# design 1

### The metal 1 layer, design 1

The bar under the picture is 50 um long. Supply wires on this layer in grey.
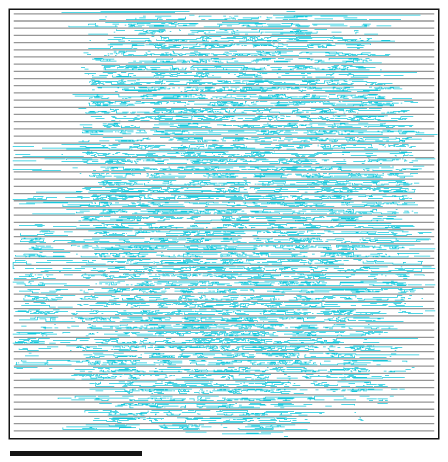

File: config.mk
export PLATFORM = sky130hd
export DESIGN_NAME = wb_regfile
export DESIGN_NICKNAME = d
export VERILOG_FILES = /design/src/rtl/wb_pkg.sv /design/src/rtl/wb_lane_merge.sv /design/src/rtl/wb_regfile.sv
export SDC_FILE = /design/constraint.sdc
export NUM_CORES = 1
export LEC_CHECK = 0
export CORE_UTILIZATION = 65
export CTS_CLUSTER_DIAMETER = 80
export DETAILED_ROUTE_END_ITERATION = 10
export MAX_ROUTING_LAYER = met4
export PLACE_DENSITY = 0.93
export RECOVER_POWER = 100
export SLEW_MARGIN = 25
export SYNTH_ARGS = -nofsm -noshare
export SYNTH_HDL_FRONTEND = slang
export SYNTH_SLANG_ARGS = --single-unit
export TNS_END_PERCENT = 30
File: constraint.sdc
create_clock -name clk -period 4.1 [get_ports clk]
set_clock_uncertainty 0.15 [all_clocks]
set_input_delay 0.82 -clock clk [delete_from_list [all_inputs] [get_ports clk]]
set_output_delay 0.82 -clock clk [all_outputs]
set_load 0.05 [all_outputs]
File: src/rtl/wb_pkg.sv
// Shared constants for the writeback register file: default widths and
// the lane-merge mode encodings carried on wb_quarter.
package wb_pkg;

  localparam int WB_NUM_REGS = 16;
  localparam int WB_ADDR_W   = 4;
  localparam int WB_DATA_W   = 16;
  localparam int WB_CNT_W    = 16;

  // Lane-merge modes (H = upper half, L = lower half of the register)
  localparam logic [1:0] WB_Q_FULL = 2'b00;  // R <= D
  localparam logic [1:0] WB_Q_LOW  = 2'b01;  // L <= D[L]
  localparam logic [1:0] WB_Q_HIGH = 2'b10;  // H <= D[L]
  localparam logic [1:0] WB_Q_SEXT = 2'b11;  // R <= sext(D[L])

endpackage

File: src/rtl/wb_lane_merge.sv
// Combinational lane merge: combines the current register value with the
// commit data according to the quarter mode. Shared by the commit path and
// the bypass path so both always agree.
module wb_lane_merge
  import wb_pkg::*;
#(
  parameter int DATA_W = WB_DATA_W
) (
  input  logic [DATA_W-1:0] old_val,
  input  logic [DATA_W-1:0] wr_data,
  input  logic [1:0]        quarter,
  output logic [DATA_W-1:0] new_val
);

  localparam int HW = DATA_W / 2;

  // Select which halves come from the old value and which from the data
  always_comb begin
    new_val = wr_data;
    case (quarter)
      WB_Q_FULL: new_val = wr_data;
      WB_Q_LOW:  new_val = {old_val[DATA_W-1:HW], wr_data[HW-1:0]};
      WB_Q_HIGH: new_val = {wr_data[HW-1:0], old_val[HW-1:0]};
      WB_Q_SEXT: new_val = {{HW{wr_data[HW-1]}}, wr_data[HW-1:0]};
      default:   new_val = wr_data;
    endcase
  end

endmodule

File: src/rtl/wb_regfile.sv
// Writeback-side register file: commits MEM/WB results into a 16-entry
// array with lane merging, supplies two combinational read ports, and
// counts committed writes. Register 0 is hardwired to zero.
// Optional feature: define WB_BYPASS_EN to forward the merged commit value
// to a read port addressing the register being written in the same cycle.
module wb_regfile
  import wb_pkg::*;
#(
  parameter int NUM_REGS = WB_NUM_REGS,
  parameter int ADDR_W   = WB_ADDR_W,
  parameter int DATA_W   = WB_DATA_W,
  parameter int CNT_W    = WB_CNT_W
) (
  input  logic              clk,
  input  logic              rst_n,
  input  logic              wb_write,
  input  logic [1:0]        wb_quarter,
  input  logic [ADDR_W-1:0] wb_writeReg,
  input  logic [DATA_W-1:0] wb_writeData,
  input  logic [ADDR_W-1:0] rd_addr_a,
  input  logic [ADDR_W-1:0] rd_addr_b,
  output logic [DATA_W-1:0] rd_data_a,
  output logic [DATA_W-1:0] rd_data_b,
  output logic [CNT_W-1:0]  wb_count
);

  logic [NUM_REGS-1:0][DATA_W-1:0] regs;
  logic [DATA_W-1:0]               cur_val;
  logic [DATA_W-1:0]               merged;
  logic                            commit;

  // Writes to r0 are dropped entirely, including the count increment
  assign commit  = wb_write && (wb_writeReg != '0);
  assign cur_val = regs[wb_writeReg];

  wb_lane_merge #(.DATA_W(DATA_W)) u_merge (
    .old_val (cur_val),
    .wr_data (wb_writeData),
    .quarter (wb_quarter),
    .new_val (merged)
  );

  // Register array update; r0 is never written so it stays at its reset zero
  always_ff @(posedge clk or negedge rst_n) begin
    if (!rst_n) begin
      regs <= '0;
    end else if (commit) begin
      regs[wb_writeReg] <= merged;
    end
  end

  // Committed-write counter, wraps naturally at all-ones
  always_ff @(posedge clk or negedge rst_n) begin
    if (!rst_n) begin
      wb_count <= '0;
    end else if (commit) begin
      wb_count <= wb_count + CNT_W'(1);
    end
  end

`ifdef WB_BYPASS_EN
  logic hit_a, hit_b;
  assign hit_a = commit && (rd_addr_a == wb_writeReg);
  assign hit_b = commit && (rd_addr_b == wb_writeReg);

  // Read ports with same-cycle forwarding of the merged commit value
  always_comb begin
    rd_data_a = regs[rd_addr_a];
    rd_data_b = regs[rd_addr_b];
    if (hit_a) rd_data_a = merged;
    if (hit_b) rd_data_b = merged;
    if (rd_addr_a == '0) rd_data_a = '0;
    if (rd_addr_b == '0) rd_data_b = '0;
  end
`else
  // Read ports return array contents only; decode stalls on WB hazards
  always_comb begin
    rd_data_a = regs[rd_addr_a];
    rd_data_b = regs[rd_addr_b];
    if (rd_addr_a == '0) rd_data_a = '0;
    if (rd_addr_b == '0) rd_data_b = '0;
  end
`endif

endmodule

# design 2

$ cat src/rtl/dual_port_ram.sv
`default_nettype none
// +--------------------------------------------------------------------------+
// | dual_port_ram : true dual-port synchronous RAM, read-first, A wins ties  |
// | Revision 1.0                                                             |
// +--------------------------------------------------------------------------+
module dual_port_ram #(
    parameter int DATA_W = 8,
    parameter int ADDR_W = 4
) (
    input  logic              clk,
    input  logic              rst_n,
    input  logic              we_a,
    input  logic [ADDR_W-1:0] addr_a,
    input  logic [DATA_W-1:0] din_a,
    output logic [DATA_W-1:0] dout_a,
    input  logic              we_b,
    input  logic [ADDR_W-1:0] addr_b,
    input  logic [DATA_W-1:0] din_b,
    output logic [DATA_W-1:0] dout_b,
    output logic              wr_collision
);

    localparam int DEPTH = 2 ** ADDR_W;

    logic [DATA_W-1:0] mem [DEPTH];
    logic              same_addr;

    assign same_addr = (addr_a == addr_b);

    always_ff @(posedge clk or negedge rst_n) begin
        if (!rst_n) begin
            for (int i = 0; i < DEPTH; i++) begin
                mem[i] <= '0;
            end
            dout_a       <= '0;
            dout_b       <= '0;
            wr_collision <= 1'b0;
        end else begin
            // Reads sample the pre-edge array, giving read-first on both ports.
            dout_a       <= mem[addr_a];
            dout_b       <= mem[addr_b];
            wr_collision <= we_a & we_b & same_addr;
            if (we_a) begin
                mem[addr_a] <= din_a;
            end
            if (we_b && !(we_a && same_addr)) begin
                mem[addr_b] <= din_b;
            end
        end
    end

endmodule
`default_nettype wire

$ cat config.mk
export PLATFORM = sky130hd
export DESIGN_NAME = dual_port_ram
export DESIGN_NICKNAME = d
export VERILOG_FILES = /design/src/rtl/dual_port_ram.sv
export SDC_FILE = /design/constraint.sdc
export NUM_CORES = 1
export LEC_CHECK = 0
export CAP_MARGIN = 5
export CORE_MARGIN = 2
export CORE_UTILIZATION = 23
export DETAILED_ROUTE_END_ITERATION = 16
export GPL_ROUTABILITY_DRIVEN = 0
export SYNTH_ARGS = -nofsm -noshare
export SYNTH_HDL_FRONTEND = slang
export SYNTH_SLANG_ARGS = --single-unit
$ cat constraint.sdc
create_clock -name clk -period 3.3 [get_ports clk]
set_input_delay 0.66 -clock clk [delete_from_list [all_inputs] [get_ports clk]]
set_output_delay 0.66 -clock clk [all_outputs]
set_load 0.005 [all_outputs]
### Signal wires on met3, design 1

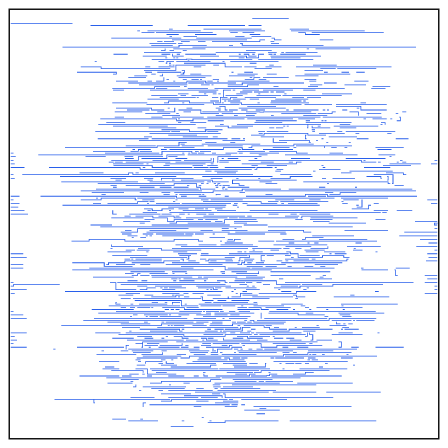
nets with wire on the layer: 514
longest straight run: 84.2 um
wire length on this layer: 11000 um
share of all routed wire: 18%
main direction: horizontal
DR vias: 15380
met3 usage: 20.79%
final wirelength: 60580 um

## Picture notes: 'The metal 1 layer' of design 1
main direction: horizontal
share of all routed wire: 30%
wire length on this layer: 18300 um
met1 Use GR: 54.80%

==> reports/qor.yml, design 1 <==
flow_run:
  max_cap_violations: 2
setup_path:
  cp_num_buf_inv: 2
  worst_ep_required_time_ns: 4.34
  reg2reg_depth: 5
  crit_end: "regs[237]$_DFFE_PN0P_"
  critPathMaxStageDelay_ns: 0.89
  r2r-end: "regs[211]$_DFFE_PN0P_"
pwr:
  switching_share_pct: 36.75
  p_int_mw: 6.216
  power.total_mw: 9.829
clock_tree:
  cts_tree: "built"
  clkTransAtPathRegs_ns: 0.07
yosys:
  ys_area_mm2: 0.01662
  ys_seq_elements: 272
  topCellsByArea: "dfrtp_1 41%, mux4_2 20%, mux2i_1 7.5%"
  ys_seq_share_pct: 40.94
  yosysCellCount: 1474
place:
  hpwl_um: 34550
cells_and_area:
  drive_above_1_share_pct: 21.59
  finalNonFillerCells: 1870
floorplan:
  initial_core_util_pct: 66.21
global_route:
  grt_pass1_vias: 15250
timing:
  setup_slack_ns: 0.02922
  hold_viol: 0
  relSlewSlack_pct: -89.48
  slew_violations: 124
outcome:
  status: "finished with violations"
  violations: "max-capacitance violations, max-slew violations"
routing:
  drt_iter0_markers: 3408
hold_path:
  worstHoldEndpoint: "regs[3]$_DFFE_PN0P_"
[design 1: per-layer routing]
metal	global-route usage, %	share of wire, %	wire length [um]
met5	-	0	0
met4	29.63	9.7	5846
met3	20.79	18	11030
met2	64.34	42	25360
met1	54.80	30	18340
[design 1: flip-flops by register name (all words and copies together) (netlist names)]
signal    cells
wb_count     16
regs        256
[design 1: cell type report]
cell class              instances  share of cell area (%)
diodes                          2                 0.02674
clock buffers                  38                   4.432
clock inverters                15                  0.9827
inverters                       2                 0.04011
multi-input cells            1057                   48.41
flip-flops and latches        272                   36.37
well taps                     330                   2.206
repair buffers                154                   7.534
### Signal wires on met3, design 2

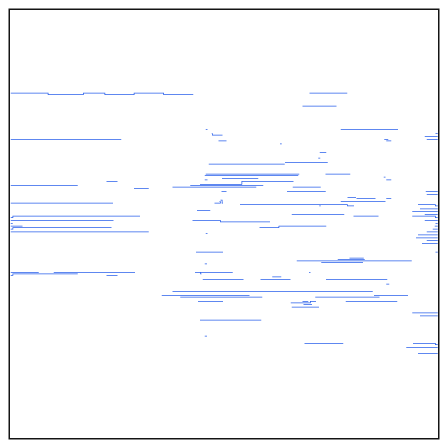
longest straight run: 93.8 um
main direction: horizontal
share of all routed wire: 7.3%
met3 usage: 3.385%
DR vias: 5720
final wirelength: 25370 um

==> reports/qor.yml, design 2 <==
timing:
  period_needed_ns: 2.616
  fmax_mhz: 382.2
  whs_ns: 0.2454
  relSlewSlack_pct: 43.61
yosys:
  top_cells_by_count: "255 x mux2_2, 145 x dfrtp_1, 64 x mux4_2"
  most_common_cell: "mux2_2"
  ys.warnings.count: 0
  ys_top_logic_family: "multiplexers"
cells_and_area:
  comb_share_pct: 47.75
  dominant_cells: "logic gates"
  diodes: 0
  clkbuf_count: 17
routing:
  dr.pass1.iters: 4
  top_layer: "met5"
  viasPerCell: 4.751
setup_path:
  crit_path_start_kind: "primary input"
  end_kind: "flop"
  r2r_setup_slack_ns: 1.72
  reg2reg_depth: 3
  cp-startpoint: "addr_b[2]"
  r2r_start: "mem[97]$_DFF_PN0_"
global_route:
  grt_pass1_wl_um: 39230
  top_usage_layer: "met2"
  grt-ovfl-total: 0
  grt_use_total_pct: 13.02
  antenna_found_initial: 4
flow_run:
  max_cap_violations: 0
outcome:
  status: "completed"
clock_tree:
  clock.latency.late_pin_ns: 0.43
  cts_root_buffer: "clkbuf_16"
[design 2: critical path: cells and delay by family]
kind,cells,cell delay [ns]
xor+xnor,1,0.55
mux,1,0.41
buf+inv,1,0.51
compound gates,1,0.22
simple gates,1,0.58
[design 2: power breakdown]
part	leakage, nW	total [mW]	switching (mW)	internal, mW
combinational	2.07	1.77	0.605	1.17
sequential	1.75	2.58	0.323	2.26
clock	0.303	2.17	0.818	1.35
total	4.12	6.52	1.75	4.78
[design 2: registers in the layout, indices dropped and copies added, names as in the netlist]
register,flops
dout_a,8
wr_collision,1
dout_b,8
mem,128

==> gallery <==
The metal 2 layer.
(a)
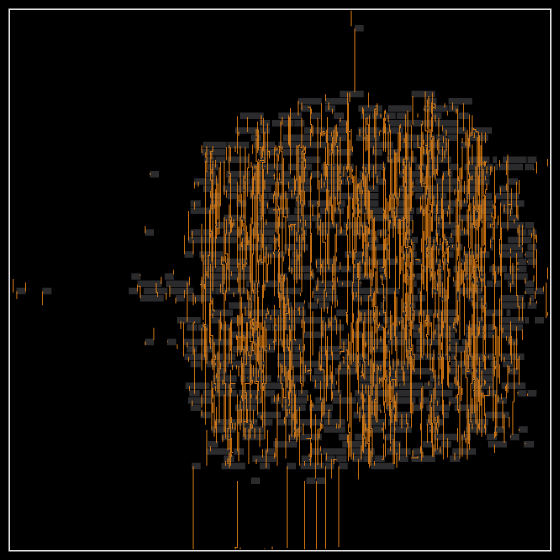
(b)
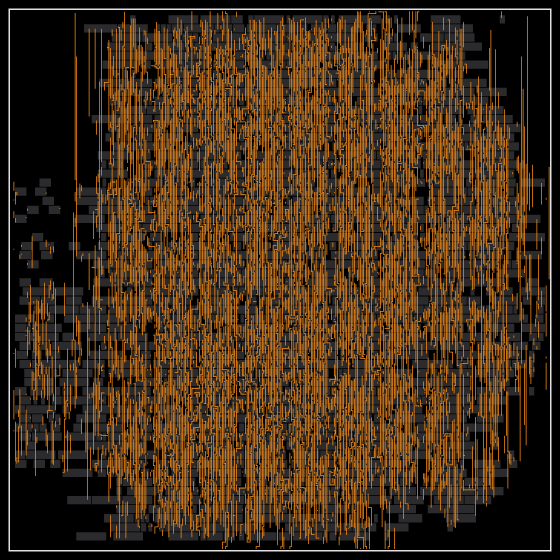
(b) is design 1.
(a) is design 2.

Key to (b):
share of all routed wire: 42%
longest straight run: 59.8 um



==> notes/layouts.md <==
Pictures saved along the way, in no particular order.

Track usage over the die.
shot_01.png
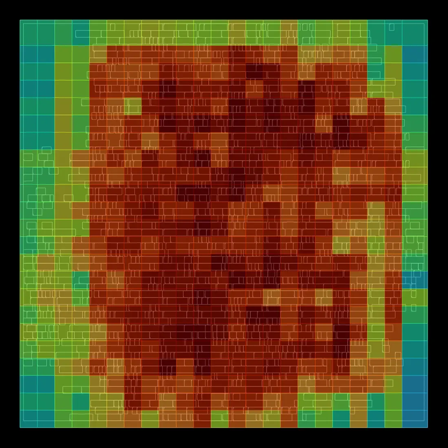
shot_02.png
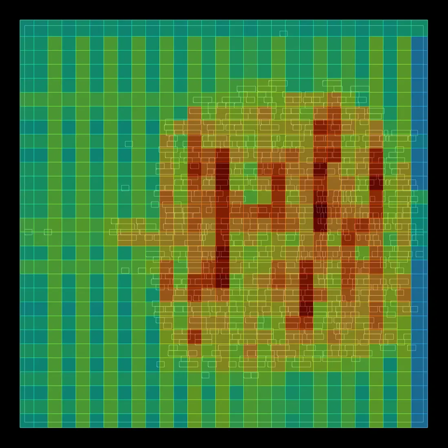
The one with the highest track usage is shot_01.png.
- shot_01.png = design 1
- shot_02.png = design 2

Power is estimated from default activity; no workload was simulated.
